==================== design 1
==> src/rtl/phase_overlap_monitor.sv <==
// Two-phase non-overlapping clock checker: flags overlap, short gaps and phase-order
// violations, and measures the phi1 period. Define PHASE_MON_SYNC_EN to synchronize phi1/phi2.
module phase_overlap_monitor #(
    parameter int CNT_W   = 16,
    parameter int MIN_GAP = 2
) (
    input  logic             clk,
    input  logic             reset,
    input  logic             phi1,
    input  logic             phi2,
    input  logic             clr_err,
    output logic             overlap_err,
    output logic             gap_err,
    output logic             order_err,
    output logic [CNT_W-1:0] period,
    output logic             period_valid
);

    typedef enum logic [2:0] {
        IDLE,
        P1,
        G12,
        P2,
        G21
    } state_t;

    state_t state;
    state_t state_nxt;

    logic s1;
    logic s2;
    logic s1_q;
    logic s2_q;

`ifdef PHASE_MON_SYNC_EN
    logic [1:0] sync1;
    logic [1:0] sync2;

    always_ff @(posedge clk) begin
        if (reset) begin
            sync1 <= '0;
            sync2 <= '0;
        end else begin
            sync1 <= {sync1[0], phi1};
            sync2 <= {sync2[0], phi2};
        end
    end

    assign s1 = sync1[1];
    assign s2 = sync2[1];
`else
    assign s1 = phi1;
    assign s2 = phi2;
`endif

    logic rise1;
    logic rise2;
    logic fall1;
    logic fall2;
    logic both_low;
    logic both_high;

    assign rise1     = s1 & ~s1_q;
    assign rise2     = s2 & ~s2_q;
    assign fall1     = ~s1 & s1_q;
    assign fall2     = ~s2 & s2_q;
    assign both_low  = ~s1 & ~s2;
    assign both_high = s1 & s2;

    logic             armed;
    logic             have_p1;
    logic [CNT_W-1:0] gap_cnt;
    logic [CNT_W-1:0] per_cnt;
    logic             gap_short;

    assign gap_short = (gap_cnt < CNT_W'(MIN_GAP));

    logic set_ovl;
    logic set_gap;
    logic set_ord;
    logic p1_rise;
    logic report;
    logic gap_load;
    logic gap_inc;

    always_ff @(posedge clk) begin
        if (reset) begin
            state <= IDLE;
        end else begin
            state <= state_nxt;
        end
    end

    always_comb begin
        state_nxt = state;
        set_ovl   = both_high;
        set_gap   = 1'b0;
        set_ord   = 1'b0;
        p1_rise   = 1'b0;
        report    = 1'b0;
        gap_load  = 1'b0;
        gap_inc   = 1'b0;

        case (state)
            IDLE: begin
                // First rise after IDLE only needs a preceding both-low sample, no gap check.
                if (armed && !both_high) begin
                    if (rise1) begin
                        state_nxt = P1;
                        p1_rise   = 1'b1;
                    end else if (rise2) begin
                        state_nxt = P2;
                    end
                end
            end
            P1: begin
                if (s2) begin
                    set_ovl   = 1'b1;
                    state_nxt = IDLE;
                end else if (fall1) begin
                    state_nxt = G12;
                    gap_load  = 1'b1;
                end
            end
            G12: begin
                if (both_high) begin
                    state_nxt = IDLE;
                end else if (rise2) begin
                    state_nxt = P2;
                    set_gap   = gap_short;
                end else if (rise1) begin
                    state_nxt = P1;
                    set_ord   = 1'b1;
                    p1_rise   = 1'b1;
                end else begin
                    gap_inc = 1'b1;
                end
            end
            P2: begin
                if (s1) begin
                    set_ovl   = 1'b1;
                    state_nxt = IDLE;
                end else if (fall2) begin
                    state_nxt = G21;
                    gap_load  = 1'b1;
                end
            end
            G21: begin
                if (both_high) begin
                    state_nxt = IDLE;
                end else if (rise1) begin
                    state_nxt = P1;
                    set_gap   = gap_short;
                    p1_rise   = 1'b1;
                    report    = have_p1;
                end else if (rise2) begin
                    state_nxt = P2;
                    set_ord   = 1'b1;
                end else begin
                    gap_inc = 1'b1;
                end
            end
            default: begin
                state_nxt = IDLE;
            end
        endcase
    end

    always_ff @(posedge clk) begin
        if (reset) begin
            s1_q         <= 1'b0;
            s2_q         <= 1'b0;
            armed        <= 1'b0;
            have_p1      <= 1'b0;
            gap_cnt      <= '0;
            per_cnt      <= '0;
            overlap_err  <= 1'b0;
            gap_err      <= 1'b0;
            order_err    <= 1'b0;
            period       <= '0;
            period_valid <= 1'b0;
        end else begin
            s1_q <= s1;
            s2_q <= s2;

            if (state == IDLE && state_nxt == IDLE) begin
                armed <= armed | both_low;
            end else begin
                armed <= 1'b0;
            end

            if (state_nxt == IDLE) begin
                have_p1 <= 1'b0;
            end else if (p1_rise) begin
                have_p1 <= 1'b1;
            end

            // The falling-edge sample is itself the first both-low cycle of the gap.
            if (gap_load) begin
                gap_cnt <= CNT_W'(1);
            end else if (gap_inc && gap_cnt != '1) begin
                gap_cnt <= gap_cnt + CNT_W'(1);
            end

            if (p1_rise) begin
                per_cnt <= CNT_W'(1);
            end else if (per_cnt != '1) begin
                per_cnt <= per_cnt + CNT_W'(1);
            end

            overlap_err <= set_ovl | (overlap_err & ~clr_err);
            gap_err     <= set_gap | (gap_err & ~clr_err);
            order_err   <= set_ord | (order_err & ~clr_err);

            period_valid <= report;
            if (report) begin
                period <= per_cnt;
            end
        end
    end

endmodule

==> config.mk <==
export PLATFORM = sky130hd
export DESIGN_NAME = phase_overlap_monitor
export DESIGN_NICKNAME = d
export VERILOG_FILES = /design/src/rtl/phase_overlap_monitor.sv
export SDC_FILE = /design/constraint.sdc
export NUM_CORES = 1
export LEC_CHECK = 0
export ABC_CLOCK_PERIOD_IN_PS = 3800
export CELL_PAD_IN_SITES_DETAIL_PLACEMENT = 0
export CELL_PAD_IN_SITES_GLOBAL_PLACEMENT = 1
export CORE_ASPECT_RATIO = 2
export CORE_UTILIZATION = 47
export DETAILED_ROUTE_END_ITERATION = 10
export PLACE_DENSITY = 0.82
export SYNTH_ARGS = -nofsm -noshare
export SYNTH_HDL_FRONTEND = slang
export SYNTH_SLANG_ARGS = --single-unit
==> constraint.sdc <==
create_clock -name clk -period 3.8 [get_ports clk]
set_clock_uncertainty 0.15 [all_clocks]
set_input_delay 1.14 -clock clk [delete_from_list [all_inputs] [get_ports clk]]
set_output_delay 1.14 -clock clk [all_outputs]
set_load 0.01 [all_outputs]
==================== design 2
## src/rtl/qrs_pkg.sv

```systemverilog
// Shared widths, constants and state encoding for the RR-interval / heart-rate chain.
package qrs_pkg;
    localparam int FS_DEFAULT = 360;
    localparam int ADDR_W     = 32;
    localparam int RR_W       = 16;
    localparam int SUM_W      = 20;
    localparam int HR_NUM     = 60 * FS_DEFAULT;

    typedef enum logic [1:0] {S_FIRST, S_TRACK, S_DIV} state_t;

    function automatic int hr_num(input int fs);
        return 60 * fs;
    endfunction
endpackage

```

## src/rtl/hr_divider.sv

```systemverilog
// 16/16 restoring divider, one quotient bit per cycle; done pulses after the last bit.
module hr_divider
    import qrs_pkg::*;
(
    input  logic            clock_iht,
    input  logic            rst_n,
    input  logic            start,
    input  logic [RR_W-1:0] dividend,
    input  logic [RR_W-1:0] divisor,
    output logic            busy,
    output logic            done,
    output logic [RR_W-1:0] quotient
);
    logic [RR_W-1:0] quo_q, quo_d, rem_q, rem_d, div_q, div_d;
    logic [4:0]      cnt_q, cnt_d;
    logic            busy_q, busy_d, done_q, done_d;
    logic [RR_W:0]   rem_sh;

    always_comb begin
        quo_d  = quo_q;
        rem_d  = rem_q;
        div_d  = div_q;
        cnt_d  = cnt_q;
        busy_d = busy_q;
        done_d = 1'b0;
        rem_sh = {rem_q, quo_q[RR_W-1]};
        if (start) begin
            quo_d  = dividend;
            rem_d  = '0;
            div_d  = divisor;
            cnt_d  = 5'(RR_W);
            busy_d = 1'b1;
        end else if (busy_q) begin
            quo_d = {quo_q[RR_W-2:0], 1'b0};
            if (rem_sh >= {1'b0, div_q}) begin
                rem_d    = RR_W'(rem_sh - {1'b0, div_q});
                quo_d[0] = 1'b1;
            end else begin
                rem_d = rem_sh[RR_W-1:0];
            end
            cnt_d = cnt_q - 5'd1;
            if (cnt_q == 5'd1) begin
                busy_d = 1'b0;
                done_d = 1'b1;
            end
        end
    end

    always_ff @(posedge clock_iht or negedge rst_n) begin
        if (!rst_n) begin
            quo_q  <= '0;
            rem_q  <= '0;
            div_q  <= '0;
            cnt_q  <= '0;
            busy_q <= 1'b0;
            done_q <= 1'b0;
        end else begin
            quo_q  <= quo_d;
            rem_q  <= rem_d;
            div_q  <= div_d;
            cnt_q  <= cnt_d;
            busy_q <= busy_d;
            done_q <= done_d;
        end
    end

    assign busy     = busy_q;
    assign done     = done_q;
    assign quotient = quo_q;
endmodule

```

## src/rtl/rr_interval_calc.sv

```systemverilog
// Turns R-peak sample addresses into RR intervals, a windowed average and heart rate.
// Pipeline: event latch (k) -> classify (k+1) -> buffer/sum/divider load (k+2).
module rr_interval_calc
    import qrs_pkg::*;
#(
    parameter int FS      = FS_DEFAULT,
    parameter int REFRACT = 72,
    parameter int RR_MAX  = 1080,
    parameter int AVG_LEN = 8
) (
    input  logic              clock_iht,
    input  logic              rst_n,
    input  logic [ADDR_W-1:0] addr_R_peak,
    output logic [RR_W-1:0]   rr_interval,
    output logic              rr_valid,
    output logic [7:0]        hr_bpm,
    output logic              hr_valid,
    output logic              irregular,
    output logic              missed_beat,
    output logic [15:0]       reject_cnt
);
    localparam int                PTR_W     = $clog2(AVG_LEN);
    localparam logic [PTR_W:0]    FULL      = (PTR_W+1)'(AVG_LEN);
    localparam logic [RR_W-1:0]   HR_N      = RR_W'(hr_num(FS));
    localparam logic [ADDR_W-1:0] REFRACT_W = ADDR_W'(REFRACT);
    localparam logic [ADDR_W-1:0] RR_MAX_W  = ADDR_W'(RR_MAX);

    state_t state_q, state_d;
    logic [ADDR_W-1:0] addr_q, ev_addr_q, prev_q, prev_d, delta;
    logic              ev_q, event_now;
    logic [RR_W-1:0]   rr_interval_q, rr_interval_d, acc_val_q, acc_val_d;
    logic              rr_valid_q, rr_valid_d, irregular_q, irregular_d;
    logic              missed_q, missed_d, acc_q, acc_d, pend_q, pend_d;
    logic [15:0]       reject_q, reject_d;
    logic [AVG_LEN-1:0][RR_W-1:0] buf_q, buf_d;
    logic [PTR_W-1:0]  wptr_q, wptr_d;
    logic [PTR_W:0]    fill_q, fill_d;
    logic [SUM_W-1:0]  sum_q, sum_d;
    logic [RR_W-1:0]   avg_cur, avg_new, diff;
    logic [7:0]        hr_q, hr_d;
    logic              hr_valid_q, hr_valid_d;
    logic              div_start, div_busy, div_done;
    logic [RR_W-1:0]   div_quo;

    assign event_now = (addr_R_peak != addr_q) && (addr_R_peak != '0);
    assign delta     = ev_addr_q - prev_q;
    assign avg_cur   = RR_W'(sum_q >> PTR_W);
    assign diff      = (delta[RR_W-1:0] > avg_cur) ? delta[RR_W-1:0] - avg_cur
                                                   : avg_cur - delta[RR_W-1:0];

    always_comb begin
        prev_d        = prev_q;
        rr_interval_d = rr_interval_q;
        rr_valid_d    = 1'b0;
        irregular_d   = irregular_q;
        missed_d      = missed_q;
        reject_d      = reject_q;
        acc_d         = 1'b0;
        acc_val_d     = acc_val_q;
        if (ev_q && state_q == S_FIRST) begin
            prev_d = ev_addr_q;
        end else if (ev_q) begin
            if (ev_addr_q <= prev_q) begin
                prev_d = ev_addr_q;
            end else if (delta < REFRACT_W) begin
                if (reject_q != 16'hFFFF) reject_d = reject_q + 16'd1;
            end else if (delta > RR_MAX_W) begin
                prev_d   = ev_addr_q;
                missed_d = 1'b1;
            end else begin
                prev_d        = ev_addr_q;
                rr_interval_d = delta[RR_W-1:0];
                rr_valid_d    = 1'b1;
                missed_d      = 1'b0;
                acc_d         = 1'b1;
                acc_val_d     = delta[RR_W-1:0];
                irregular_d   = (fill_q == FULL) && (diff > (avg_cur >> 2));
            end
        end
    end

    // Window update lands one cycle after the accept so the divider sees the new sum.
    always_comb begin
        buf_d  = buf_q;
        wptr_d = wptr_q;
        fill_d = fill_q;
        sum_d  = sum_q;
        if (acc_q) begin
            buf_d[wptr_q] = acc_val_q;
            wptr_d        = wptr_q + 1'b1;
            sum_d         = sum_q + SUM_W'(acc_val_q) - SUM_W'(buf_q[wptr_q]);
            if (fill_q != FULL) fill_d = fill_q + 1'b1;
        end
    end
    assign avg_new = RR_W'(sum_d >> PTR_W);

    always_comb begin
        state_d    = state_q;
        pend_d     = pend_q;
        div_start  = 1'b0;
        hr_d       = hr_q;
        hr_valid_d = 1'b0;
        case (state_q)
            S_FIRST: if (ev_q) state_d = S_TRACK;
            S_TRACK: begin
                if (acc_q && fill_d == FULL && !div_busy) begin
                    div_start = 1'b1;
                    state_d   = S_DIV;
                end
            end
            S_DIV: begin
                if (acc_q) pend_d = 1'b1;
                if (div_done) begin
                    hr_d       = (div_quo > 16'd255) ? 8'd255 : div_quo[7:0];
                    hr_valid_d = 1'b1;
                    // An accept landing on the finishing edge still forces a recompute.
                    if (pend_q || acc_q) begin
                        div_start = 1'b1;
                        pend_d    = 1'b0;
                    end else begin
                        state_d = S_TRACK;
                    end
                end
            end
            default: state_d = S_FIRST;
        endcase
    end

    hr_divider u_div (
        .clock_iht (clock_iht),
        .rst_n     (rst_n),
        .start     (div_start),
        .dividend  (HR_N),
        .divisor   (avg_new),
        .busy      (div_busy),
        .done      (div_done),
        .quotient  (div_quo)
    );

    always_ff @(posedge clock_iht or negedge rst_n) begin
        if (!rst_n) begin
            state_q       <= S_FIRST;
            addr_q        <= '0;
            ev_q          <= 1'b0;
            ev_addr_q     <= '0;
            prev_q        <= '0;
            rr_interval_q <= '0;
            rr_valid_q    <= 1'b0;
            irregular_q   <= 1'b0;
            missed_q      <= 1'b0;
            reject_q      <= '0;
            acc_q         <= 1'b0;
            acc_val_q     <= '0;
            buf_q         <= '0;
            wptr_q        <= '0;
            fill_q        <= '0;
            sum_q         <= '0;
            pend_q        <= 1'b0;
            hr_q          <= '0;
            hr_valid_q    <= 1'b0;
        end else begin
            state_q       <= state_d;
            addr_q        <= addr_R_peak;
            ev_q          <= event_now;
            ev_addr_q     <= addr_R_peak;
            prev_q        <= prev_d;
            rr_interval_q <= rr_interval_d;
            rr_valid_q    <= rr_valid_d;
            irregular_q   <= irregular_d;
            missed_q      <= missed_d;
            reject_q      <= reject_d;
            acc_q         <= acc_d;
            acc_val_q     <= acc_val_d;
            buf_q         <= buf_d;
            wptr_q        <= wptr_d;
            fill_q        <= fill_d;
            sum_q         <= sum_d;
            pend_q        <= pend_d;
            hr_q          <= hr_d;
            hr_valid_q    <= hr_valid_d;
        end
    end

    assign rr_interval = rr_interval_q;
    assign rr_valid    = rr_valid_q;
    assign hr_bpm      = hr_q;
    assign hr_valid    = hr_valid_q;
    assign irregular   = irregular_q;
    assign missed_beat = missed_q;
    assign reject_cnt  = reject_q;
endmodule

```

## config.mk

```make
export PLATFORM = sky130hd
export DESIGN_NAME = rr_interval_calc
export DESIGN_NICKNAME = d
export VERILOG_FILES = /design/src/rtl/qrs_pkg.sv /design/src/rtl/hr_divider.sv /design/src/rtl/rr_interval_calc.sv
export SDC_FILE = /design/constraint.sdc
export NUM_CORES = 1
export LEC_CHECK = 0
export CORE_ASPECT_RATIO = 0.5
export CORE_MARGIN = 4
export CORE_UTILIZATION = 55
export DETAILED_ROUTE_END_ITERATION = 7
export DONT_BUFFER_PORTS = 1
export GPL_ROUTABILITY_DRIVEN = 0
export PLACE_DENSITY_LB_ADDON = 0.2
export SETUP_SLACK_MARGIN = 0.4
export SYNTH_ARGS = -nofsm -noshare
export SYNTH_HDL_FRONTEND = slang
export SYNTH_HIERARCHICAL = 1
export SYNTH_SLANG_ARGS = --single-unit
```

## constraint.sdc

```tcl
create_clock -name clock_iht -period 9.4 [get_ports clock_iht]
set_input_delay 0.94 -clock clock_iht [delete_from_list [all_inputs] [get_ports clock_iht]]
set_output_delay 0.94 -clock clock_iht [all_outputs]
set_load 0.03 [all_outputs]
```

==================== design 3
**config.mk**
```make
export PLATFORM = sky130hd
export DESIGN_NAME = pipeline_hazard_ctrl
export DESIGN_NICKNAME = d
export VERILOG_FILES = /design/src/rtl/pipe_pkg.sv /design/src/rtl/hazard_detect.sv /design/src/rtl/pipeline_hazard_ctrl.sv
export SDC_FILE = /design/constraint.sdc
export NUM_CORES = 1
export LEC_CHECK = 0
export CAP_MARGIN = 5
export CORE_UTILIZATION = 41
export CTS_BUF_LIST = sky130_fd_sc_hd__clkbuf_8
export DETAILED_ROUTE_END_ITERATION = 8
export GPL_ROUTABILITY_DRIVEN = 0
export GPL_TIMING_DRIVEN = 1
export MAX_ROUTING_LAYER = met4
export PLACE_DENSITY = 0.87
export SLEW_MARGIN = 0
export SYNTH_ARGS = -nofsm -noshare
export SYNTH_HDL_FRONTEND = slang
export SYNTH_HIERARCHICAL = 1
export SYNTH_SLANG_ARGS = --single-unit
```
**constraint.sdc**
```tcl
create_clock -name clk -period 2 [get_ports clk]
set_clock_uncertainty 0.15 [all_clocks]
set_input_delay 0.3 -clock clk [delete_from_list [all_inputs] [get_ports clk]]
set_output_delay 0.3 -clock clk [all_outputs]
set_load 0.005 [all_outputs]
```
**src/rtl/pipe_pkg.sv**
```systemverilog
// Shared types and instruction-field constants for the 5-stage 16-bit pipeline.
package pipe_pkg;

  localparam int unsigned INSTR_W = 16;
  localparam int unsigned REG_W   = 3;
  localparam int unsigned RS_LSB  = 8;
  localparam int unsigned RT_LSB  = 5;
  localparam int unsigned TMO_W   = 8;

  localparam logic [INSTR_W-1:0] NOP_INSTR = 16'h0000;

  typedef enum logic [1:0] {
    HZ_RUN      = 2'd0,
    HZ_LU_STALL = 2'd1,
    HZ_MEM_WAIT = 2'd2,
    HZ_HALTED   = 2'd3
  } hz_state_e;

endpackage

```
**src/rtl/hazard_detect.sv**
```systemverilog
// Load-use compare: a load in EX whose destination is a source of the ID instruction.
module hazard_detect
  import pipe_pkg::*;
(
  input  logic [INSTR_W-1:0] ID_Instr,
  input  logic               ID_uses_rs,
  input  logic               ID_uses_rt,
  input  logic               IE_memRead,
  input  logic               IE_regWrite,
  input  logic [REG_W-1:0]   IE_writereg,
  output logic               lu_hazard
);

  logic [REG_W-1:0] rs;
  logic [REG_W-1:0] rt;
  logic             unused_bits;

  assign rs          = ID_Instr[RS_LSB +: REG_W];
  assign rt          = ID_Instr[RT_LSB +: REG_W];
  assign unused_bits = ^{ID_Instr[INSTR_W-1:RS_LSB+REG_W], ID_Instr[RT_LSB-1:0]};

  assign lu_hazard = IE_memRead & IE_regWrite &
                     ((ID_uses_rs & (IE_writereg == rs)) |
                      (ID_uses_rt & (IE_writereg == rt)));

endmodule

```
**src/rtl/pipeline_hazard_ctrl.sv**
```systemverilog
// Stall/flush sequencer: load-use bubbles, cache-miss freezes, branch squash, HALT latch.
module pipeline_hazard_ctrl
  import pipe_pkg::*;
#(
  parameter int unsigned CNT_W       = 16,
  parameter int unsigned MEM_TIMEOUT = 255
) (
  input  logic               clk,
  input  logic               rst_n,
  input  logic [INSTR_W-1:0] ID_Instr,
  input  logic               ID_uses_rs,
  input  logic               ID_uses_rt,
  input  logic               IE_memRead,
  input  logic               IE_regWrite,
  input  logic [REG_W-1:0]   IE_writereg,
  input  logic               IE_branch_taken,
  input  logic               imem_stall,
  input  logic               dmem_stall,
  input  logic               WB_halt,
  output logic               pc_we,
  output logic               ifid_we,
  output logic               ifid_flush,
  output logic               idex_we,
  output logic               idex_bubble,
  output logic               exmem_we,
  output logic               memwb_we,
  output logic               halted,
  output logic               err,
  output logic [CNT_W-1:0]   stall_cnt
);

  localparam logic [TMO_W-1:0] TMO_LIMIT = TMO_W'(MEM_TIMEOUT);
  localparam logic [CNT_W-1:0] CNT_MAX   = '1;

  hz_state_e        state_q, state_d;
  logic [TMO_W-1:0] tmo_q, tmo_d;
  logic             err_q, err_d;
  logic             lu_hazard;

  hazard_detect u_hazard_detect (
    .ID_Instr    (ID_Instr),
    .ID_uses_rs  (ID_uses_rs),
    .ID_uses_rt  (ID_uses_rt),
    .IE_memRead  (IE_memRead),
    .IE_regWrite (IE_regWrite),
    .IE_writereg (IE_writereg),
    .lu_hazard   (lu_hazard)
  );

  always_ff @(posedge clk) begin
    if (!rst_n) begin
      state_q   <= HZ_RUN;
      tmo_q     <= '0;
      err_q     <= 1'b0;
      stall_cnt <= '0;
    end else begin
      state_q <= state_d;
      tmo_q   <= tmo_d;
      err_q   <= err_d;
      if (!pc_we && (state_q != HZ_HALTED) && (stall_cnt != CNT_MAX))
        stall_cnt <= stall_cnt + CNT_W'(1);
    end
  end

  // Next state and Mealy stage controls; everything frozen unless a rule opens it.
  always_comb begin
    state_d     = state_q;
    tmo_d       = tmo_q;
    err_d       = err_q;
    pc_we       = 1'b0;
    ifid_we     = 1'b0;
    ifid_flush  = 1'b0;
    idex_we     = 1'b0;
    idex_bubble = 1'b0;
    exmem_we    = 1'b0;
    memwb_we    = 1'b0;

    unique case (state_q)
      HZ_RUN, HZ_LU_STALL: begin
        state_d = HZ_RUN;
        if (WB_halt) begin
          state_d = HZ_HALTED;
        end else if (dmem_stall) begin
          state_d = HZ_MEM_WAIT;
          tmo_d   = TMO_W'(1);
        end else if (IE_branch_taken) begin
          {pc_we, ifid_we, idex_we, exmem_we, memwb_we} = '1;
          ifid_flush  = 1'b1;
          idex_bubble = 1'b1;
        end else if (imem_stall) begin
          {ifid_we, idex_we, exmem_we, memwb_we} = '1;
          ifid_flush = 1'b1;
        end else if (lu_hazard && (state_q == HZ_RUN)) begin
          // The bubble occupies EX next cycle, so LU_STALL never re-detects.
          {idex_we, exmem_we, memwb_we} = '1;
          idex_bubble = 1'b1;
          state_d     = HZ_LU_STALL;
        end else begin
          {pc_we, ifid_we, idex_we, exmem_we, memwb_we} = '1;
        end
      end
      HZ_MEM_WAIT: begin
        if (!dmem_stall) begin
          {pc_we, ifid_we, idex_we, exmem_we, memwb_we} = '1;
          state_d = HZ_RUN;
          tmo_d   = '0;
        end else if (tmo_q == TMO_LIMIT) begin
          err_d   = 1'b1;
          state_d = HZ_HALTED;
        end else begin
          tmo_d = tmo_q + TMO_W'(1);
        end
      end
      HZ_HALTED: begin
        state_d = HZ_HALTED;
      end
      default: begin
        state_d = HZ_RUN;
      end
    endcase

    if (!rst_n) begin
      {pc_we, ifid_we, ifid_flush, idex_we, idex_bubble, exmem_we, memwb_we} = '0;
    end
  end

  assign halted = (state_q == HZ_HALTED);
  assign err    = err_q;

endmodule

```
==================== design 4
===== src/rtl/uart_cmd_pkg.sv =====
// Shared types and protocol byte values for the UART command responder.
package uart_cmd_pkg;

    typedef enum logic [2:0] {
        IDLE,
        GET_ADDR,
        GET_DATA,
        EXEC,
        SEND,
        WAIT_DONE
    } cmd_state_t;

    localparam logic [7:0] CMD_READ  = 8'h52;
    localparam logic [7:0] CMD_WRITE = 8'h57;
    localparam logic [7:0] RSP_ACK   = 8'h06;
    localparam logic [7:0] RSP_NAK   = 8'h15;

endpackage


===== src/rtl/uart_cmd_responder.sv =====
// Parses 2/3-byte read/write frames from the UART receiver against a local
// register file and returns one response byte through the transmit handshake.
module uart_cmd_responder
    import uart_cmd_pkg::*;
#(
    parameter int DATA_LEN     = 8,
    parameter int NUM_REGS     = 16,
    parameter int TIMEOUT_CLKS = 26040
) (
    input  logic                         clk,
    input  logic                         reset,
    input  logic                         receive_signal,
    input  logic [DATA_LEN-1:0]          data_in,
    input  logic                         tx_busy,
    input  logic                         tx_done,
    output logic                         send_signal,
    output logic [DATA_LEN-1:0]          data_out,
    output logic [NUM_REGS*DATA_LEN-1:0] regs_out,
    output logic                         frame_error
);

    localparam int CNT_W = $clog2(TIMEOUT_CLKS + 1);
    localparam int IDX_W = (NUM_REGS > 1) ? $clog2(NUM_REGS) : 1;
    localparam logic [CNT_W-1:0]  CNT_LAST = CNT_W'(TIMEOUT_CLKS - 1);
    localparam logic [DATA_LEN:0] REG_LIMIT = (DATA_LEN + 1)'(NUM_REGS);

    cmd_state_t          state, state_nxt;
    logic [CNT_W-1:0]    cnt, cnt_nxt;
    logic                is_write, is_write_nxt;
    logic [DATA_LEN-1:0] addr, addr_nxt;
    logic [DATA_LEN-1:0] wdata, wdata_nxt;
    logic [DATA_LEN-1:0] data_out_nxt;
    logic                send_nxt;
    logic                ferr_nxt;
    logic                reg_we;
    logic                addr_ok;
    logic [IDX_W-1:0]    idx;
    logic [DATA_LEN-1:0] regs [NUM_REGS];

    // Range check uses the whole address byte, so aliases above NUM_REGS are rejected.
    assign addr_ok = ({1'b0, addr} < REG_LIMIT);
    assign idx     = addr[IDX_W-1:0];

    always_ff @(posedge clk or negedge reset) begin
        if (!reset) begin
            state       <= IDLE;
            cnt         <= '0;
            is_write    <= 1'b0;
            addr        <= '0;
            wdata       <= '0;
            data_out    <= '0;
            send_signal <= 1'b0;
            frame_error <= 1'b0;
        end else begin
            state       <= state_nxt;
            cnt         <= cnt_nxt;
            is_write    <= is_write_nxt;
            addr        <= addr_nxt;
            wdata       <= wdata_nxt;
            data_out    <= data_out_nxt;
            send_signal <= send_nxt;
            frame_error <= ferr_nxt;
        end
    end

    always_comb begin
        state_nxt    = state;
        cnt_nxt      = cnt;
        is_write_nxt = is_write;
        addr_nxt     = addr;
        wdata_nxt    = wdata;
        data_out_nxt = data_out;
        send_nxt     = 1'b0;
        ferr_nxt     = 1'b0;
        reg_we       = 1'b0;
        case (state)
            IDLE: begin
                if (receive_signal) begin
                    if (data_in == DATA_LEN'(CMD_READ) || data_in == DATA_LEN'(CMD_WRITE)) begin
                        is_write_nxt = (data_in == DATA_LEN'(CMD_WRITE));
                        cnt_nxt      = '0;
                        state_nxt    = GET_ADDR;
                    end else begin
                        data_out_nxt = DATA_LEN'(RSP_NAK);
                        send_nxt     = !tx_busy;
                        state_nxt    = SEND;
                    end
                end
            end
            GET_ADDR: begin
                if (receive_signal) begin
                    addr_nxt  = data_in;
                    cnt_nxt   = '0;
                    state_nxt = is_write ? GET_DATA : EXEC;
                end else if (cnt == CNT_LAST) begin
                    cnt_nxt   = '0;
                    ferr_nxt  = 1'b1;
                    state_nxt = IDLE;
                end else begin
                    cnt_nxt = cnt + 1'b1;
                end
            end
            GET_DATA: begin
                if (receive_signal) begin
                    wdata_nxt = data_in;
                    cnt_nxt   = '0;
                    state_nxt = EXEC;
                end else if (cnt == CNT_LAST) begin
                    cnt_nxt   = '0;
                    ferr_nxt  = 1'b1;
                    state_nxt = IDLE;
                end else begin
                    cnt_nxt = cnt + 1'b1;
                end
            end
            EXEC: begin
                ferr_nxt = receive_signal;
                if (!addr_ok) begin
                    data_out_nxt = DATA_LEN'(RSP_NAK);
                end else if (is_write) begin
                    reg_we       = 1'b1;
                    data_out_nxt = DATA_LEN'(RSP_ACK);
                end else begin
                    data_out_nxt = regs[idx];
                end
                send_nxt  = !tx_busy;
                state_nxt = SEND;
            end
            SEND: begin
                // The request pulse is registered, so leave once it has been driven.
                ferr_nxt = receive_signal;
                if (send_signal) begin
                    state_nxt = WAIT_DONE;
                end else begin
                    send_nxt = !tx_busy;
                end
            end
            WAIT_DONE: begin
                ferr_nxt = receive_signal;
                if (tx_done) begin
                    state_nxt = IDLE;
                end
            end
            default: state_nxt = IDLE;
        endcase
    end

    always_ff @(posedge clk or negedge reset) begin
        if (!reset) begin
            for (int i = 0; i < NUM_REGS; i++) begin
                regs[i] <= '0;
            end
        end else if (reg_we) begin
            regs[idx] <= wdata;
        end
    end

    for (genvar g = 0; g < NUM_REGS; g++) begin : g_flat
        assign regs_out[g*DATA_LEN +: DATA_LEN] = regs[g];
    end

endmodule

===== config.mk =====
export PLATFORM = sky130hd
export DESIGN_NAME = uart_cmd_responder
export DESIGN_NICKNAME = d
export VERILOG_FILES = /design/src/rtl/uart_cmd_pkg.sv /design/src/rtl/uart_cmd_responder.sv
export SDC_FILE = /design/constraint.sdc
export NUM_CORES = 1
export LEC_CHECK = 0
export CAP_MARGIN = 40
export CORE_ASPECT_RATIO = 1.1
export CORE_MARGIN = 8
export CORE_UTILIZATION = 53
export DETAILED_ROUTE_END_ITERATION = 6
export PLACE_DENSITY = 0.81
export SLEW_MARGIN = 40
export SYNTH_ARGS = -nofsm -noshare
export SYNTH_HDL_FRONTEND = slang
export SYNTH_SLANG_ARGS = --single-unit

===== constraint.sdc =====
create_clock -name clk -period 3.9 [get_ports clk]
set_input_delay 0.39 -clock clk [delete_from_list [all_inputs] [get_ports clk]]
set_output_delay 0.39 -clock clk [all_outputs]
set_load 0.03 [all_outputs]

**Design 3: the clock network**

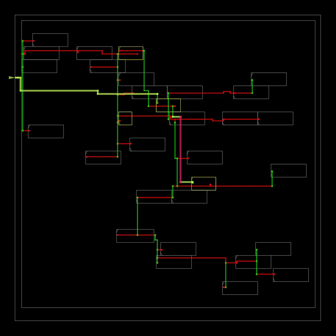
CTS Buf Count: 3
TritonCTS sink count: 27
clock buffer count: 3
number of sequential storage elements: 27

==> results_dict.tcl, design 3 <==
# flow metrics
set metrics [dict create \
    report.final.setup_viol 7 \
    post_dp_cell_area_um2 2170 \
    report.final.hold_viol_count 0 \
    critical_path.slowest_cell "or4_4" \
    critPathMostFrequentCell "a21oi_2" \
    layout_setup_ws_ps -59.8 \
    syn-cell-area_um2 1560 \
    number_of_global_route_vias_before_repair 1568 \
    ff_latch_area_um2 542 \
    failed_checks "negative setup slack" \
    via_count 1678 \
    critical_path_arrival_ps 2130 \
    status "finished with violations" \
    grt_use_met2_pct 35.8 \
    fraction_of_standard_cell_area_in_multi_input_logic_pct 47.7 \
    crit_cells 10 \
    design.portCount 54 \
    viasPerCell 5.57 \
    power_switching_share_pct 27.6 \
    n_all_buffers 63 \
]
==> design 3: sequential cells by signal (all words and copies together), names as in the netlist <==
name / flops
stall_cnt: 16
state_q: 2
err: 1
tmo_q: 8
==> design 3: stage by stage <==
| stage | util, % | TNS [ps] | cells |
|---|---|---|---|
| floorplan | - | 0 | 194 |
| global placement | 59.4 | -11700 | 296 |
| detailed placement | 59.4 | -12790 | 296 |
| CTS | 61.6 | 0 | 301 |
| global route | 63.9 | -825 | 301 |
| finish | 63.9 | -194 | 301 |
**Design 2: the clock network**

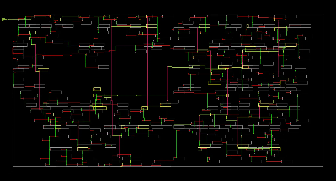
Setup Skew: 16.9 ps
TritonCTS sink count: 321
CTS Buf Count: 30
clock buffer count: 42

==> results_dict.tcl, design 2 <==
# flow metrics
set metrics [dict create \
    synthArstFlopShare_pct 100 \
    clock_distribution_area_overhead_in_the_final_layout_pct 5.26 \
    num_antenna_cells 0 \
    coreArea_um2 34900 \
    grt_overflow_total 0 \
    cts.root.buffer_cell "clkbuf_16" \
    critical_path.max_fanout 18 \
    hold_buffers 0 \
    wl_met1_um 22700 \
    gr-usage-met3_pct 4.39 \
    status "finished clean" \
    maxSlewHeadroom_pct 25.3 \
    chipWidth_um 276 \
    wl_per_cell_um 19.5 \
    mi_logic_area_um2 10800 \
    largest-register "buf_q" \
    ff_latch_area_um2 8040 \
    design.portCount 78 \
]
==> design 2: placed cells by master, fill, tap and decap left out, types with 9 or more instances in the layout <==
master,count
a211oi_1,16
a21o_1,28
a21oi_1,85
and2_1,9
and3_1,14
buf_4,13
clkbuf_16,30
conb_1,16
dfrtp_1,318
fa_1,20
ha_1,123
inv_1,159
mux2_2,89
mux2_4,31
mux2i_1,51
mux4_2,32
nand2_1,180
nand2b_1,15
nand3_1,32
nand4_1,31
nor2_1,69
nor2b_1,14
nor3_1,23
nor4_1,24
o21a_1,11
o21ai_0,154
o21bai_1,18
o22a_1,9
xnor2_1,83
xor2_1,36
**Design 4: routed metal, one colour a layer**

(2 px per um)
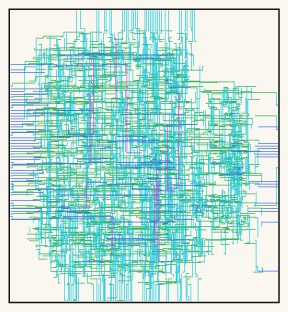
Magenta marks met4, wire length 348 um. Green marks met1, wire length 9400 um. Blue marks met3, wire length 1760 um. Cyan marks met2, wire length 11800 um.

**Design 4: pin map**

(2 px per um) Pins as bars across the die edge, other pins in grey.
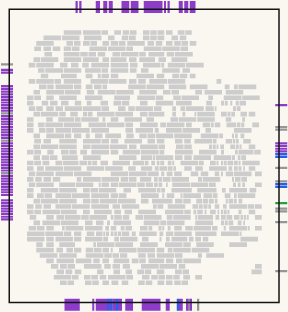
Purple marks `regs_out`, pins 128, direction output, edge 48 left, 40 bottom, 35 top, 5 right. Blue marks `data_in`, pins 8, direction input, edge 4 bottom, 4 right. Green marks `tx_done`, pins 1, direction input, edge right.

==> results_dict.tcl, design 4 <==
# flow metrics
set metrics [dict create \
    status "finished clean" \
    clock_sink_count 173 \
    track_usage_pct 24.3 \
    critical_path.max_fanout 15 \
    reg2regPathDepth 4 \
    capture_point_of_the_worst_reg_to_reg_path "regs_out[94]" \
    p_switching_uw 1630 \
    dr.max_layer_used "met4" \
    end_point_of_the_critical_path "regs_out[94]" \
    nonclk_buf_share_pct 15.2 \
    clock_power_share_pct 33.1 \
    area_share_of_the_largest_cell_type_after_synthesis_pct 53.3 \
    criticalPathCategory "register to register" \
    synthTopLogicFamily "multiplexers" \
    ys_cells 579 \
    yosysUniqueCellTypes 56 \
]
-- design 4: Yosys cell counts, drive strengths merged (2+ instances only) --
cell and n:
a21o 7, a21oi 8, a22o 6, a22oi 2, a311oi 2, a31oi 4, and2 2, and3 5
and4 2, buf 18, clkbuf 17, dfrtp 173, inv 3, mux2 148, mux2i 15, mux4 29
nand2 17, nand2b 3, nand3 14, nand3b 5, nand4 7, nand4b 2, nor2 23, nor2b 5
nor3 11, nor3b 2, nor4 4, o21a 2, o21ai 16, o22ai 5, o31a 2, or3 4
or3b 2, xnor2 3
**Design 1: placement density heat map**

(4 px per um) 6 x 11 tiles, from black (low) to pale yellow (high), 0 to 100% covered.
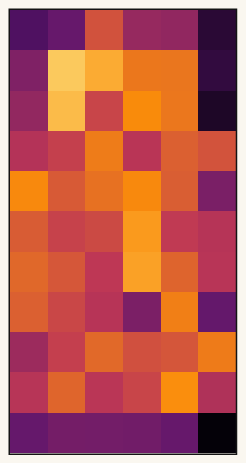
The mean over all tiles is 52%. The fullest tile reaches 88%. 1.5% of the tiles are nearly empty. The emptiest ninth of the die: top right.

==> results_dict.tcl, design 1 <==
# flow metrics
set metrics [dict create \
    status "finished clean" \
    maxSlewHeadroom_pct 58.7 \
    design.portCount 25 \
    cts.root.buffer_cell "clkbuf_16" \
    timing.hold.ws_ps 311 \
    first_drt_pass_iteration_count 4 \
    post_cts_resized 0 \
    fmax_mhz 335 \
    min-delay-start "gap_err" \
    reg_top3 "gap_cnt x16, per_cnt x16, period x16" \
    flop_to_flop_setup_slack_ps 1540 \
    cts_made_buffers 9 \
    ys_sh_xor_pct 6.29 \
    timing.critical_path.cells "clkdlybuf4s50_1, a21oi_2, nand4_2, nor4_4, nand4_1, mux2_1" \
    gr-usage-met3_pct 7.12 \
    num_antenna_cells 0 \
]
## design 1: critical path: cells and delay by family
kind                   cells  cell delay [ps]
AND-OR/OR-AND              1              250
AND/OR/NAND/NOR            3              750
multiplexers               1              320
buffers and inverters      1              580
## design 1: layout make-up
type                    instances  area [um^2]
inverters                       8         30.0
clock buffers                  12          246
repair buffers                 29          278
multi-input cells             238         1500
well taps                      61         76.3
clock inverters                 3         15.0
flip-flops and latches         59         1180
fillers                       549         2380


==> layout pictures side by side <==
Placed cells, one colour a class.
Plate I
(1.5 px per um)
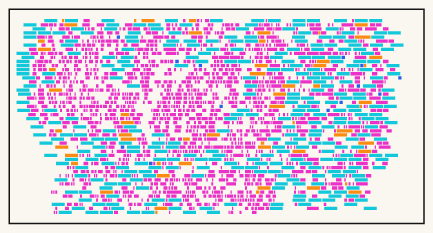
Plate II
(3 px per um)
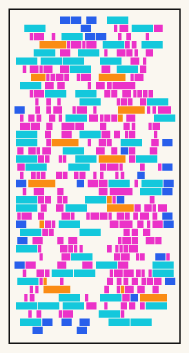
Plate III
(2 px per um)
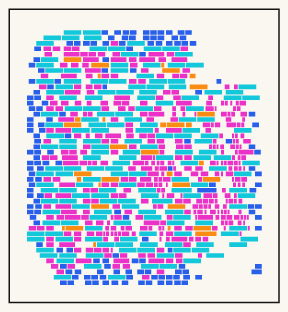
Plate IV
(4 px per um)
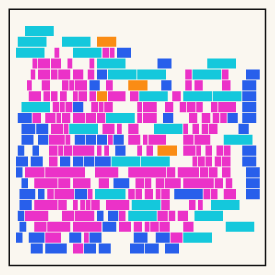
Plate IV comes from design 3.
Plate I comes from design 2.
Plate II comes from design 1.
Plate III comes from design 4.


==> layout pictures side by side <==
Placement density heat map.
image #1
(6 px per um) 6 x 6 tiles, from black (low) to pale yellow (high), 0 to 100% covered.
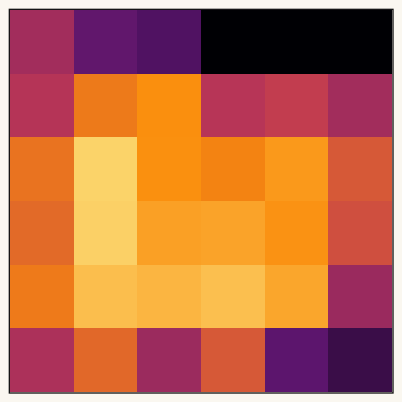
image #2
(2 px per um) 13 x 15 tiles, from black (low) to pale yellow (high), 0 to 100% covered.
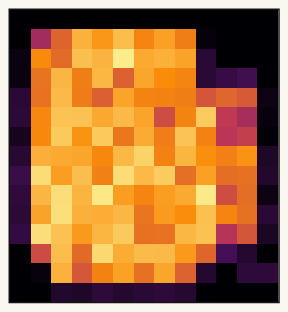
image #3
(2 px per um) 28 x 14 tiles, from black (low) to pale yellow (high), 0 to 100% covered.
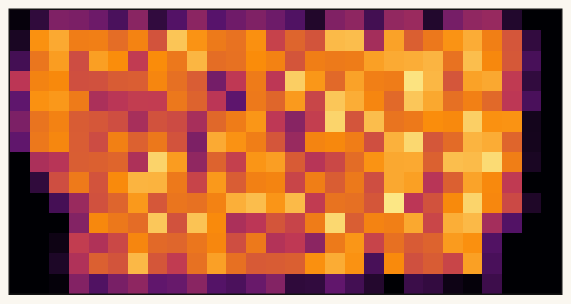
The one with the smallest die is image #1.
The one with the largest die is image #3.
design 3 -> image #1
design 4 -> image #2
design 2 -> image #3

Key to image #2:
17% of the tiles are nearly empty. The mean over all tiles is 52%. 38% of the tiles are over 75% full.

